# ---- design 1 ----
<file path="src/rtl/snake_pkg.sv">
`default_nettype none
// +--------------------------------------------------------------------------+
// | Package     : snake_pkg                                                  |
// | Description : Shared types and default grid constants for the snake      |
// |               game blocks: food-placer FSM state encoding and the        |
// |               default playfield geometry.                                |
// | Revision    : 1.0  initial release                                       |
// +--------------------------------------------------------------------------+
package snake_pkg;

    localparam int c_GRID_W   = 10;   // cells per grid row
    localparam int c_CELL_MIN = 12;   // lowest legal cell index
    localparam int c_CELL_MAX = 89;   // highest legal cell index

    // Food placer states. SCAN_Q, SCAN_C and FULL are reachable only when
    // the linear-scan fallback is built in.
    typedef enum logic [3:0] {
        SAMPLE = 4'd0,
        QRY_A  = 4'd1,
        CHK_A  = 4'd2,
        QRY_B  = 4'd3,
        CHK_B  = 4'd4,
        PLACED = 4'd5,
        SCAN_Q = 4'd6,
        SCAN_C = 4'd7,
        FULL   = 4'd8
    } state_t;

endpackage
`default_nettype wire

</file>
<file path="src/rtl/cell_legal.sv">
`default_nettype none
// +--------------------------------------------------------------------------+
// | Module      : cell_legal                                                 |
// | Description : Combinational legality check for a grid cell. A cell is    |
// |               legal when it lies in CELL_MIN..CELL_MAX and its column    |
// |               (cell mod GRID_W) is neither 0 nor 1 (the wall columns).   |
// | Ports       : i_cell  [7:0] cell index under test                        |
// |               o_legal       1 when the cell may hold food                |
// | Revision    : 1.0  initial release                                       |
// +--------------------------------------------------------------------------+
module cell_legal
    import snake_pkg::*;
#(
    parameter int GRID_W   = c_GRID_W,
    parameter int CELL_MIN = c_CELL_MIN,
    parameter int CELL_MAX = c_CELL_MAX
) (
    input  logic [7:0] i_cell,
    output logic       o_legal
);

    localparam logic [7:0] c_GRID = 8'(GRID_W);
    localparam logic [7:0] c_MIN  = 8'(CELL_MIN);
    localparam logic [7:0] c_MAX  = 8'(CELL_MAX);

    logic [7:0] w_col;

    assign w_col   = i_cell % c_GRID;
    assign o_legal = (i_cell >= c_MIN) && (i_cell <= c_MAX) &&
                     (w_col != 8'd0) && (w_col != 8'd1);

endmodule
`default_nettype wire

</file>
<file path="src/rtl/food_placer.sv">
`default_nettype none
// +--------------------------------------------------------------------------+
// | Module      : food_placer                                                |
// | Description : Places snake food on a free, legal grid cell. Each round   |
// |               samples two random candidates, looks each up in the snake  |
// |               occupancy store and places food on the first free one.     |
// |               After MAX_TRIES failed rounds the fallback depends on the  |
// |               build macro FOOD_SCAN_EN:                                  |
// |                 defined   - linear scan from CELL_MIN; FULL if none free |
// |                 undefined - flag place_fail and keep retrying randomly   |
// | Ports       : clk, rst         clock, synchronous active-high reset      |
// |               cand_a, cand_b   random candidate cells                    |
// |               eaten            head reached food (acted on in PLACED)    |
// |               occ_req/occ_addr occupancy lookup request and cell         |
// |               occ_hit          lookup result, valid cycle after occ_req  |
// |               food_pos/valid   placed food cell and its qualifier        |
// |               place_fail       no free cell found                        |
// | Revision    : 1.0  initial release                                       |
// +--------------------------------------------------------------------------+
module food_placer
    import snake_pkg::*;
#(
    parameter int GRID_W    = c_GRID_W,
    parameter int CELL_MIN  = c_CELL_MIN,
    parameter int CELL_MAX  = c_CELL_MAX,
    parameter int MAX_TRIES = 8
) (
    input  logic       clk,
    input  logic       rst,
    input  logic [7:0] cand_a,
    input  logic [7:0] cand_b,
    input  logic       eaten,
    output logic       occ_req,
    output logic [7:0] occ_addr,
    input  logic       occ_hit,
    output logic [7:0] food_pos,
    output logic       food_valid,
    output logic       place_fail
);

    localparam logic [3:0] c_MAX_TRIES = 4'(MAX_TRIES);

    state_t     r_state;
    logic [7:0] r_cand_a;
    logic [7:0] r_cand_b;
    logic [3:0] r_try;
    logic       r_cur_legal;   // legality of the cell whose lookup is in flight
    logic       r_occ_req;
    logic [7:0] r_occ_addr;
    logic [7:0] r_food_pos;
    logic       r_food_valid;
    logic       r_place_fail;

    logic [7:0] w_chk_cell;    // cell about to be queried on the next edge
    logic       w_legal;
    logic       w_free;
    logic [3:0] w_try_nxt;

`ifdef FOOD_SCAN_EN
    localparam logic [7:0] c_CELL_MIN = 8'(CELL_MIN);
    localparam logic [7:0] c_CELL_MAX = 8'(CELL_MAX);

    logic [7:0] r_scan_idx;
    logic [7:0] w_scan_nxt;

    assign w_scan_nxt = r_scan_idx + 8'd1;
`endif

    // An illegal cell is never looked up and counts as occupied.
    assign w_free    = r_cur_legal && !occ_hit;
    assign w_try_nxt = r_try + 4'd1;

    // One legality checker serves every path: it always looks at the cell
    // the FSM would query next from its current state.
    always_comb begin
        w_chk_cell = 8'd0;
        case (r_state)
            SAMPLE: w_chk_cell = cand_a;
            CHK_A:  w_chk_cell = r_cand_b;
`ifdef FOOD_SCAN_EN
            CHK_B:  w_chk_cell = c_CELL_MIN;
            SCAN_C: w_chk_cell = w_scan_nxt;
`endif
            default: w_chk_cell = 8'd0;
        endcase
    end

    cell_legal #(
        .GRID_W   (GRID_W),
        .CELL_MIN (CELL_MIN),
        .CELL_MAX (CELL_MAX)
    ) u_cell_legal (
        .i_cell  (w_chk_cell),
        .o_legal (w_legal)
    );

    always_ff @(posedge clk) begin
        if (rst) begin
            r_state      <= SAMPLE;
            r_cand_a     <= 8'd0;
            r_cand_b     <= 8'd0;
            r_try        <= 4'd0;
            r_cur_legal  <= 1'b0;
            r_occ_req    <= 1'b0;
            r_occ_addr   <= 8'd0;
            r_food_pos   <= 8'd0;
            r_food_valid <= 1'b0;
            r_place_fail <= 1'b0;
`ifdef FOOD_SCAN_EN
            r_scan_idx   <= 8'd0;
`endif
        end else begin
            // Lookup outputs are high only for the single query-state cycle.
            r_occ_req  <= 1'b0;
            r_occ_addr <= 8'd0;
            case (r_state)
                SAMPLE: begin
                    r_cand_a    <= cand_a;
                    r_cand_b    <= cand_b;
                    r_cur_legal <= w_legal;
                    r_occ_req   <= w_legal;
                    r_occ_addr  <= w_legal ? cand_a : 8'd0;
                    r_state     <= QRY_A;
                end
                QRY_A: r_state <= CHK_A;
                CHK_A: begin
                    if (w_free) begin
                        r_food_pos   <= r_cand_a;
                        r_food_valid <= 1'b1;
                        r_place_fail <= 1'b0;
                        r_state      <= PLACED;
                    end else begin
                        r_cur_legal <= w_legal;
                        r_occ_req   <= w_legal;
                        r_occ_addr  <= w_legal ? r_cand_b : 8'd0;
                        r_state     <= QRY_B;
                    end
                end
                QRY_B: r_state <= CHK_B;
                CHK_B: begin
                    if (w_free) begin
                        r_food_pos   <= r_cand_b;
                        r_food_valid <= 1'b1;
                        r_place_fail <= 1'b0;
                        r_state      <= PLACED;
                    end else if (w_try_nxt == c_MAX_TRIES) begin
`ifdef FOOD_SCAN_EN
                        r_try       <= w_try_nxt;
                        r_scan_idx  <= c_CELL_MIN;
                        r_cur_legal <= w_legal;
                        r_occ_req   <= w_legal;
                        r_occ_addr  <= w_legal ? c_CELL_MIN : 8'd0;
                        r_state     <= SCAN_Q;
`else
                        r_place_fail <= 1'b1;
                        r_try        <= 4'd0;
                        r_state      <= SAMPLE;
`endif
                    end else begin
                        r_try   <= w_try_nxt;
                        r_state <= SAMPLE;
                    end
                end
                PLACED: begin
                    if (eaten) begin
                        r_food_valid <= 1'b0;
                        r_try        <= 4'd0;
                        r_state      <= SAMPLE;
                    end
                end
`ifdef FOOD_SCAN_EN
                SCAN_Q: r_state <= SCAN_C;
                SCAN_C: begin
                    if (w_free) begin
                        r_food_pos   <= r_scan_idx;
                        r_food_valid <= 1'b1;
                        r_place_fail <= 1'b0;
                        r_state      <= PLACED;
                    end else if (r_scan_idx == c_CELL_MAX) begin
                        r_place_fail <= 1'b1;
                        r_state      <= FULL;
                    end else begin
                        r_scan_idx  <= w_scan_nxt;
                        r_cur_legal <= w_legal;
                        r_occ_req   <= w_legal;
                        r_occ_addr  <= w_legal ? w_scan_nxt : 8'd0;
                        r_state     <= SCAN_Q;
                    end
                end
                // Grid exhausted: hold until reset.
                FULL: r_state <= FULL;
`endif
                default: r_state <= SAMPLE;
            endcase
        end
    end

    assign occ_req    = r_occ_req;
    assign occ_addr   = r_occ_addr;
    assign food_pos   = r_food_pos;
    assign food_valid = r_food_valid;
    assign place_fail = r_place_fail;

endmodule
`default_nettype wire
</file>
<file path="config.mk">
export PLATFORM = sky130hd
export DESIGN_NAME = food_placer
export DESIGN_NICKNAME = d
export VERILOG_FILES = /design/src/rtl/snake_pkg.sv /design/src/rtl/cell_legal.sv /design/src/rtl/food_placer.sv
export SDC_FILE = /design/constraint.sdc
export NUM_CORES = 1
export LEC_CHECK = 0
export CORE_MARGIN = 4
export CORE_UTILIZATION = 45
export CTS_BUF_LIST = sky130_fd_sc_hd__clkbuf_4 sky130_fd_sc_hd__clkbuf_8 sky130_fd_sc_hd__clkbuf_16
export DETAILED_ROUTE_END_ITERATION = 16
export PLACE_DENSITY_LB_ADDON = 0.25
export SETUP_SLACK_MARGIN = 0.05
export SLEW_MARGIN = 5
export SYNTH_ARGS = -nofsm -noshare
export SYNTH_HDL_FRONTEND = slang
export SYNTH_SLANG_ARGS = --single-unit
</file>
<file path="constraint.sdc">
create_clock -name clk -period 5 [get_ports clk]
set_clock_uncertainty 0.05 [all_clocks]
set_input_delay 1 -clock clk [delete_from_list [all_inputs] [get_ports clk]]
set_output_delay 1 -clock clk [all_outputs]
set_load 0.05 [all_outputs]
</file>
# ---- design 2 ----
**src/rtl/fifo_level_flags.sv**
```systemverilog
// Single-clock FIFO with fill level, almost-full/almost-empty thresholds,
// sticky overflow/underflow flags, synchronous flush and an optional
// first-word-fall-through read port.
module fifo_level_flags #(
  parameter int nrOfEntries          = 32,
  parameter int bitWidth             = 8,
  parameter int almostFullThreshold  = 28,
  parameter int almostEmptyThreshold = 4,
  parameter int fallThrough          = 0
) (
  input  logic                          clock,
  input  logic                          reset,
  input  logic                          clear,
  input  logic                          push,
  input  logic                          pop,
  input  logic [bitWidth-1:0]           pushData,
  output logic [bitWidth-1:0]           popData,
  output logic                          full,
  output logic                          empty,
  output logic                          almostFull,
  output logic                          almostEmpty,
  output logic [$clog2(nrOfEntries):0]  fillLevel,
  output logic                          overflow,
  output logic                          underflow
);

  localparam int PW = $clog2(nrOfEntries);
  localparam int LW = PW + 1;
  localparam logic [LW-1:0] LVL_FULL = LW'(nrOfEntries);
  localparam logic [LW-1:0] AF_TH    = LW'(almostFullThreshold);
  localparam logic [LW-1:0] AE_TH    = LW'(almostEmptyThreshold);

  logic [bitWidth-1:0] mem [nrOfEntries];
  logic [PW-1:0]       rdPtr, wrPtr;
  logic                popAcc, pushAcc;

  // Status is decoded purely from the registered fill level, so no
  // request input reaches a status output combinationally.
  assign empty       = (fillLevel == '0);
  assign full        = (fillLevel == LVL_FULL);
  assign almostFull  = (fillLevel >= AF_TH);
  assign almostEmpty = (fillLevel <= AE_TH);

  // A clear swallows any request issued in the same cycle. At full, a pop
  // frees the slot the push needs, so both are taken together.
  assign popAcc  = pop & ~empty & ~clear;
  assign pushAcc = push & (~full | popAcc) & ~clear;

  // Pointers, fill level and sticky error bits.
  always_ff @(posedge clock) begin
    if (reset || clear) begin
      rdPtr     <= '0;
      wrPtr     <= '0;
      fillLevel <= '0;
      overflow  <= 1'b0;
      underflow <= 1'b0;
    end else begin
      if (pushAcc) wrPtr <= wrPtr + PW'(1);
      if (popAcc)  rdPtr <= rdPtr + PW'(1);
      fillLevel <= fillLevel + LW'(pushAcc) - LW'(popAcc);
      if (push && !pushAcc) overflow  <= 1'b1;
      if (pop && empty)     underflow <= 1'b1;
    end
  end

  // Storage array; contents are meaningless after reset so it is not reset.
  always_ff @(posedge clock) begin
    if (pushAcc) mem[wrPtr] <= pushData;
  end

  generate
    if (fallThrough != 0) begin : g_fwft
      // Head word is shown directly; forced to zero while empty so the
      // port reads as idle after reset or clear.
      assign popData = empty ? '0 : mem[rdPtr];
    end else begin : g_reg
      logic [bitWidth-1:0] popReg;
      // Registered read: the head word is captured on the accepting pop
      // edge. When full, this reads the slot before a same-edge push
      // overwrites it. A clear leaves the last read word in place.
      always_ff @(posedge clock) begin
        if (reset)       popReg <= '0;
        else if (popAcc) popReg <= mem[rdPtr];
      end
      assign popData = popReg;
    end
  endgenerate

endmodule

```
**config.mk**
```make
export PLATFORM = sky130hd
export DESIGN_NAME = fifo_level_flags
export DESIGN_NICKNAME = d
export VERILOG_FILES = /design/src/rtl/fifo_level_flags.sv
export SDC_FILE = /design/constraint.sdc
export NUM_CORES = 1
export LEC_CHECK = 0
export CAP_MARGIN = 15
export CORE_MARGIN = 2
export CORE_UTILIZATION = 35
export DETAILED_ROUTE_END_ITERATION = 8
export DONT_BUFFER_PORTS = 1
export PLACE_DENSITY_LB_ADDON = 0.12
export SLEW_MARGIN = 40
export SYNTH_ARGS = -nofsm -noshare
export SYNTH_HDL_FRONTEND = slang
export SYNTH_SLANG_ARGS = --single-unit
```
**constraint.sdc**
```tcl
create_clock -name clock -period 2.7 [get_ports clock]
set_input_delay 0.405 -clock clock [delete_from_list [all_inputs] [get_ports clock]]
set_output_delay 0.405 -clock clock [all_outputs]
set_load 0.01 [all_outputs]
```
# ---- design 3 ----
## config.mk

```make
export PLATFORM = sky130hd
export DESIGN_NAME = frame_loader
export DESIGN_NICKNAME = d
export VERILOG_FILES = /design/src/rtl/frame_loader.sv
export SDC_FILE = /design/constraint.sdc
export NUM_CORES = 1
export LEC_CHECK = 0
export CAP_MARGIN = 5
export CORE_UTILIZATION = 45
export CTS_BUF_LIST = sky130_fd_sc_hd__clkbuf_8 sky130_fd_sc_hd__clkbuf_16
export DETAILED_ROUTE_END_ITERATION = 7
export PLACE_DENSITY = 0.86
export SLEW_MARGIN = 10
export SYNTH_ARGS = -nofsm -noshare
export SYNTH_HDL_FRONTEND = slang
export SYNTH_SLANG_ARGS = --single-unit
export TNS_END_PERCENT = 10
```

## constraint.sdc

```tcl
create_clock -name i_clk -period 2.8 [get_ports i_clk]
set_input_delay 0.42 -clock i_clk [delete_from_list [all_inputs] [get_ports i_clk]]
set_output_delay 0.42 -clock i_clk [all_outputs]
set_load 0.05 [all_outputs]
```

## src/rtl/frame_loader.sv

```systemverilog
// frame_loader: copies a completed frame from next_target_frame into target_frame,
// one word per clock, together with its transition time. A copy starts only on a
// driver latch boundary (i_drq) and only while the animator is not reading
// target_frame. o_frame_ack and o_swap pulse together once the last word is written.
//
// Optional build macro: FRAME_LOADER_TIMEOUT_EN adds a WAIT-state watchdog
// (c_timeout parameter, sticky o_timeout port). Without it WAIT waits indefinitely.
module frame_loader #(
    parameter int unsigned c_ledboards = 30,
    parameter int unsigned c_bpc       = 12,
    parameter int unsigned c_max_time  = 1024,
`ifdef FRAME_LOADER_TIMEOUT_EN
    parameter int unsigned c_timeout   = 4096,
`endif
    localparam int unsigned c_channels = c_ledboards * 32,
    localparam int unsigned c_addr_w   = $clog2(c_channels),
    localparam int unsigned c_time_w   = $clog2(c_max_time)
) (
    input  logic                i_clk,
    input  logic                i_rst,
    input  logic                i_frame_valid,
    output logic                o_frame_ack,
    input  logic                i_drq,
    input  logic                i_anim_busy,
    output logic [c_addr_w-1:0] o_src_raddr,
    input  logic [c_bpc-1:0]    i_src_rdata,
    input  logic [c_time_w-1:0] i_src_time,
    output logic                o_dst_wen,
    output logic [c_addr_w-1:0] o_dst_waddr,
    output logic [c_bpc-1:0]    o_dst_wdata,
    output logic [c_time_w-1:0] o_dst_time,
    output logic                o_busy,
`ifdef FRAME_LOADER_TIMEOUT_EN
    output logic                o_timeout,
`endif
    output logic                o_swap
);

    typedef enum logic [2:0] {StIdle, StArmed, StWait, StCopy, StDone} state_e;

    localparam logic [c_addr_w-1:0] c_last = c_addr_w'(c_channels - 1);

    state_e              state_q;
    logic [c_addr_w-1:0] rd_q;
    logic [c_addr_w-1:0] waddr_q;
    logic                wen_q;
    logic                ack_q;
    logic                swap_q;
    logic                busy_q;
    logic [c_time_w-1:0] time_q;

`ifdef FRAME_LOADER_TIMEOUT_EN
    localparam int unsigned       c_cnt_w    = (c_timeout > 1) ? $clog2(c_timeout) : 1;
    localparam logic [c_cnt_w-1:0] c_cnt_last = c_cnt_w'(c_timeout - 1);

    logic [c_cnt_w-1:0] wait_cnt_q;
    logic               timeout_q;
`endif

    // Sequencer: handshake with host, wait for latch boundary and idle animator, then copy.
    always_ff @(posedge i_clk) begin
        if (i_rst) begin
            state_q    <= StIdle;
            rd_q       <= '0;
            waddr_q    <= '0;
            wen_q      <= 1'b0;
            ack_q      <= 1'b0;
            swap_q     <= 1'b0;
            busy_q     <= 1'b0;
            time_q     <= '0;
`ifdef FRAME_LOADER_TIMEOUT_EN
            wait_cnt_q <= '0;
            timeout_q  <= 1'b0;
`endif
        end else begin
            ack_q  <= 1'b0;
            swap_q <= 1'b0;
            unique case (state_q)
                StIdle: begin
                    // A drq arriving together with valid is deliberately not consumed.
                    if (i_frame_valid) begin
                        state_q <= StArmed;
                        busy_q  <= 1'b1;
                    end
                end
                StArmed: begin
                    if (!i_frame_valid) begin
                        state_q <= StIdle;
                        busy_q  <= 1'b0;
                    end else if (i_drq) begin
                        // Always pass through WAIT for at least one cycle.
                        state_q    <= StWait;
`ifdef FRAME_LOADER_TIMEOUT_EN
                        wait_cnt_q <= '0;
`endif
                    end
                end
                StWait: begin
`ifdef FRAME_LOADER_TIMEOUT_EN
                    if (!i_anim_busy || wait_cnt_q == c_cnt_last) begin
                        state_q <= StCopy;
                        rd_q    <= '0;
                        time_q  <= i_src_time;
                        if (i_anim_busy) begin
                            timeout_q <= 1'b1;
                        end
                    end else begin
                        wait_cnt_q <= wait_cnt_q + c_cnt_w'(1);
                    end
`else
                    if (!i_anim_busy) begin
                        state_q <= StCopy;
                        rd_q    <= '0;
                        time_q  <= i_src_time;
                    end
`endif
                end
                StCopy: begin
                    // Write side trails the read address by the source's 1-cycle latency.
                    if (wen_q && waddr_q == c_last) begin
                        state_q <= StDone;
                        wen_q   <= 1'b0;
                        waddr_q <= '0;
                        rd_q    <= '0;
                        busy_q  <= 1'b0;
                        ack_q   <= 1'b1;
                        swap_q  <= 1'b1;
                    end else begin
                        wen_q   <= 1'b1;
                        waddr_q <= rd_q;
                        if (rd_q != c_last) begin
                            rd_q <= rd_q + c_addr_w'(1);
                        end
                    end
                end
                StDone: begin
                    // A valid still high here is taken as a fresh frame.
                    if (i_frame_valid) begin
                        state_q <= StArmed;
                        busy_q  <= 1'b1;
                    end else begin
                        state_q <= StIdle;
                    end
                end
                default: begin
                    state_q <= StIdle;
                    busy_q  <= 1'b0;
                    wen_q   <= 1'b0;
                end
            endcase
        end
    end

    // Output mapping; data and time are forced to 0 when no write is in progress.
    always_comb begin
        o_frame_ack = ack_q;
        o_swap      = swap_q;
        o_busy      = busy_q;
        o_src_raddr = rd_q;
        o_dst_wen   = wen_q;
        o_dst_waddr = waddr_q;
        o_dst_wdata = wen_q ? i_src_rdata : '0;
        o_dst_time  = wen_q ? time_q : '0;
`ifdef FRAME_LOADER_TIMEOUT_EN
        o_timeout   = timeout_q;
`endif
    end

endmodule

```

Figure 1. Signal wires on met2 (design 2).
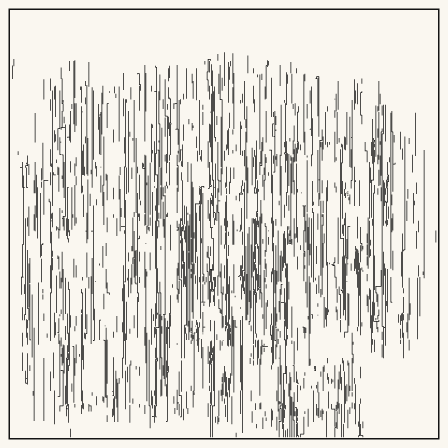
main direction: vertical
nets with wire on the layer: 606

==> results.txt, design 2 <==
status - finished, final reports clean
Chip Area, Yosys - 0.0112 mm2
Final Cycle Share - 94.6%
post-route insts no fill - 1109
setup TNS - 0 ps
Crit Path Max Fanout - 4
hold path depth - 2
routed wire length - 26.2 mm
Sw Ratio - 23.6%
largest net degree at the start of global routing - 33
DR vias - 5692
Top Consumer - sequential cells
xor/xnor share - 0.779%
Post-synth ARST share - 0%
Post-Syn Instances - 611
vias in the first global route - 5946
total track usage - 15.9%
## design 2: cell type report
class,instances,area (um2)
Clock buffer,46,852
Timing Repair Buffer,68,663
Sequential cell,282,8210
Inverter,14,52.6
Tap cell,402,503
Clock inverter,12,55.1
Fill cell,2803,18400
Multi-Input combinational cell,285,2860
## design 2: critical path: stages, from the launching register on
cell and delay (ps):
dfxtp_1 370, inv_2 80, ha_4 170, and4bb_2 240, nor3b_2 210, ha_1 260
inv_1 60, ha_2 160, inv_1 50, fa_2 350, inv_1 60, a21oi_1 50
o21bai_1 180, xnor2_1 140, nor2_1 50
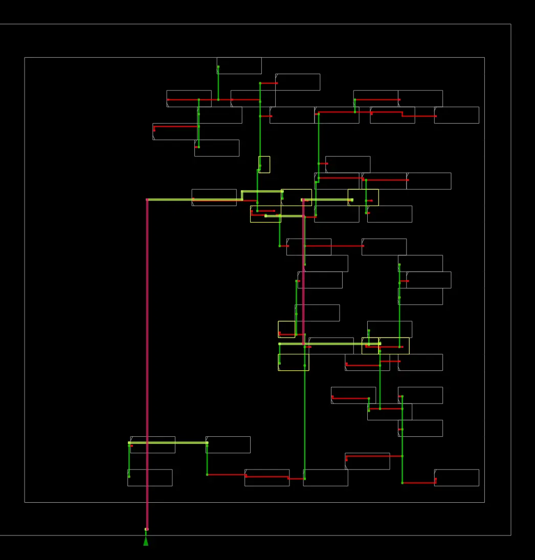
Figure 2: design 1, clock routing.
flop count: 43
P_clk: 0.000217 W
Latency at later pin: 290 ps

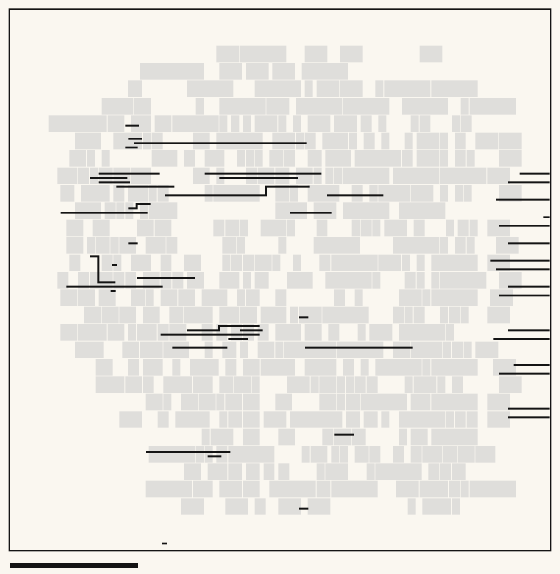
Figure 3: design 1, signal wires on met3.
The bar under the picture is 20 um long.
nets with wire on the layer: 42
longest straight run: 26.7 um
main direction: horizontal
wire length on this layer: 360 um
share of all routed wire: 5.1%

==> results.txt, design 1 <==
antenna violations before repair - 0
layout buffer count excluding clock buffers - 78
most frequent cells in the layout - nand2_1 (51), nor2_1 (46), dfxtp_1 (43)
Remaining Overflow, GRT - 0
count leader, synth - nand2_1
Cell Int Power - 0.000693 W
Synth Flop Type - dfxtp_1
synth warn - 0
total track usage - 19.4%
logic area - 0.00171 mm2
Finished Core Util - 61.9%
status - finished, final reports clean
DR vias - 2702
Comb power frac - 45.2%
Tot Pwr - 0.00108 W
# H-tree levels - 2
setup TNS - 0 ps
worst hold endpoint - r_cand_a[6]$_SDFFE_PP0N_
CTS buffer count - 5
P_leak - 1.33 nW
number of core rows - 27
diodes inserted - 0
# clk buffers - 6
register area - 861 um2
Hold Slack - 406 ps
design 1: timing repair:
| action | 4_1_cts | 5_1_grt |
|---|---|---|
| gates resized | 7 | 9 |
| endpoints found under the setup margin | 9 | 9 |
| setup buffers | 4 | 4 |
| pin swaps | 8 | 8 |
design 1: critical path, delay by kind of cell:
kind                       cells  cell delay [ps]
AOI/OAI and AO/OA              6             1340
buffers and inverters          6             1220
and+or+nand+nor                4              800
muxes                          1              370
adders and majority gates      1              180
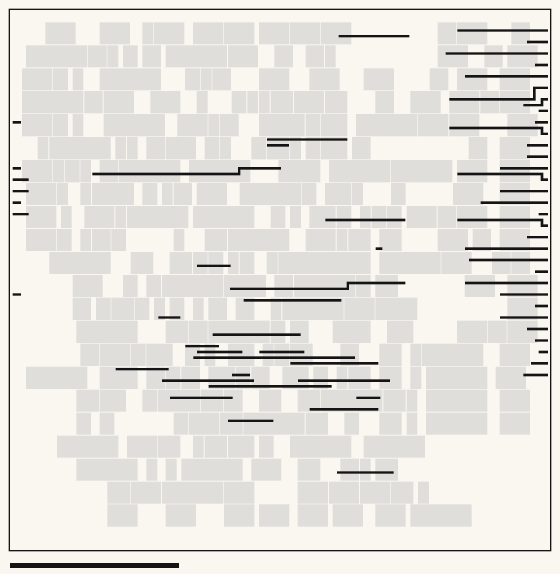
Figure 4: design 3, signal wires on met3.
The bar under the picture is 20 um long.
longest straight run: 18.9 um
wire length on this layer: 386 um

==> results.txt, design 3 <==
Ports - 73
gpl congestion - 0.799
number of enable flip-flop cells - 0
setup TNS - 0 ps
layout cell share with drive strength beyond 1 - 5.30%
critical path depth - 3
Worst R2R Path Depth - 5
Worst Setup Start Kind - flop
Reg2Reg Setup Slack - 840 ps
Layout area overhead - 49.9%
status - finished, final reports clean
worst setup slack after placement - 571 ps
Distinct cells, synth - 37
CTS Root Cell - clkbuf_8
Comb power frac - 17.3%
# H-tree levels - 2
PostCTS Resize Cnt - 0
Slowest-stage cell, CP - clkdlybuf4s50_1
max cap viols - 0
Worst Skew - 8.34 ps
largest net degree at the start of global routing - 25
vias in the first global route - 1578
Hold Vio Cnt, Final - 0
Commonest Layout Cell - clkdlybuf4s50_1
final critical-path required period - 2420 ps
Post-synth ARST share - 0%
worst r2r src - o_dst_wen$_SDFFE_PP0N_
Post-synth top cells - dfxtp_1 (36), nand2_1 (26), a21oi_1 (22), and2_1 (22), nor2_1 (14)
==> design 3: final cells by class <==
type / count / area (um2)
Multi-Input combinational cell: 159 / 936
Clock inverter: 3 / 38.8
Inverter: 4 / 15.0
Fill cell: 291 / 1070
Sequential cell: 36 / 721
Timing Repair Buffer: 76 / 751
Clock buffer: 5 / 68.8
Tap cell: 48 / 60.1
==> design 3: metal layers <==
layer	track usage (%)	wire length, um	up-vias
met5	0	0	-
met2	38.0	2240	87
li1	-	-	906
met3	7.50	385	8
met4	8.52	76	0
met1	28.8	1990	837

==> gallery <==
M1 wires.
image #1
The bar under the picture is 20 um long. Supply wires on this layer in gray.
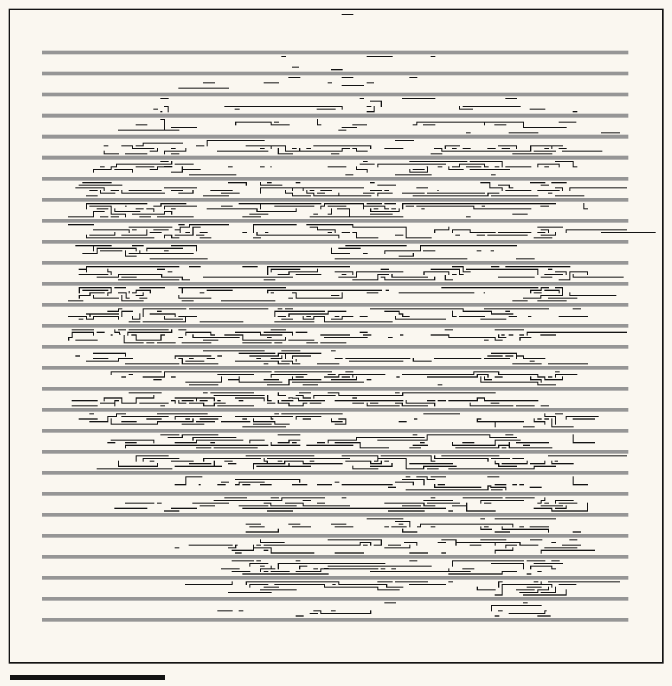
image #2
The bar under the picture is 50 um long. Supply wires on this layer in gray.
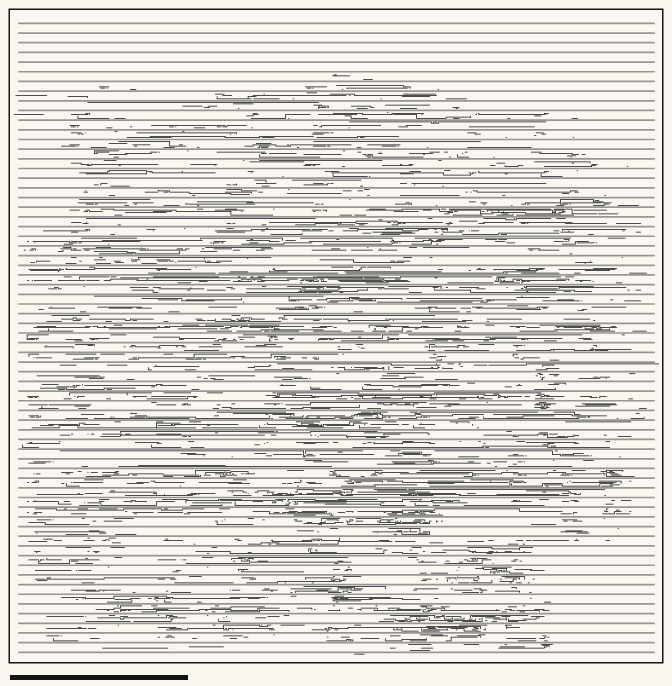
image #3
The bar under the picture is 20 um long. Supply wires on this layer in gray.
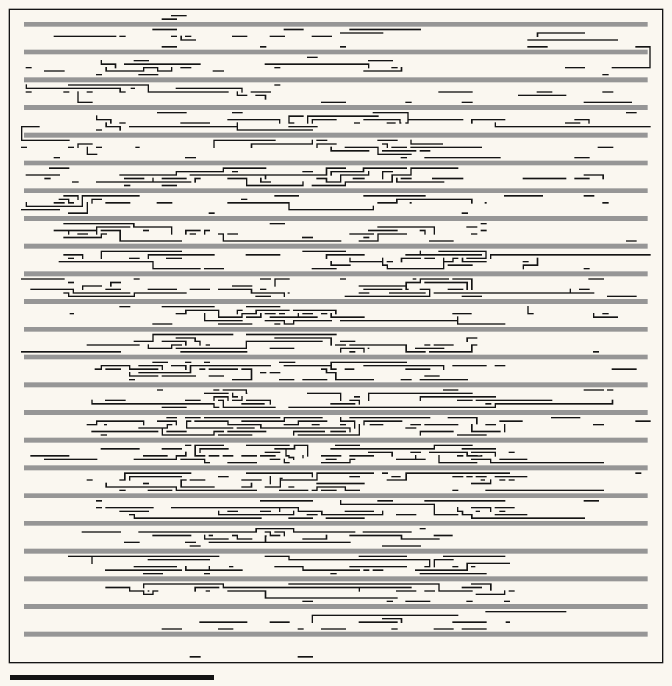
Of these, smallest die: image #3
Of these, largest die: image #2
- image #1 = design 1
- image #2 = design 2
- image #3 = design 3


No activity file was given, so power comes from the tool's default toggle rates.
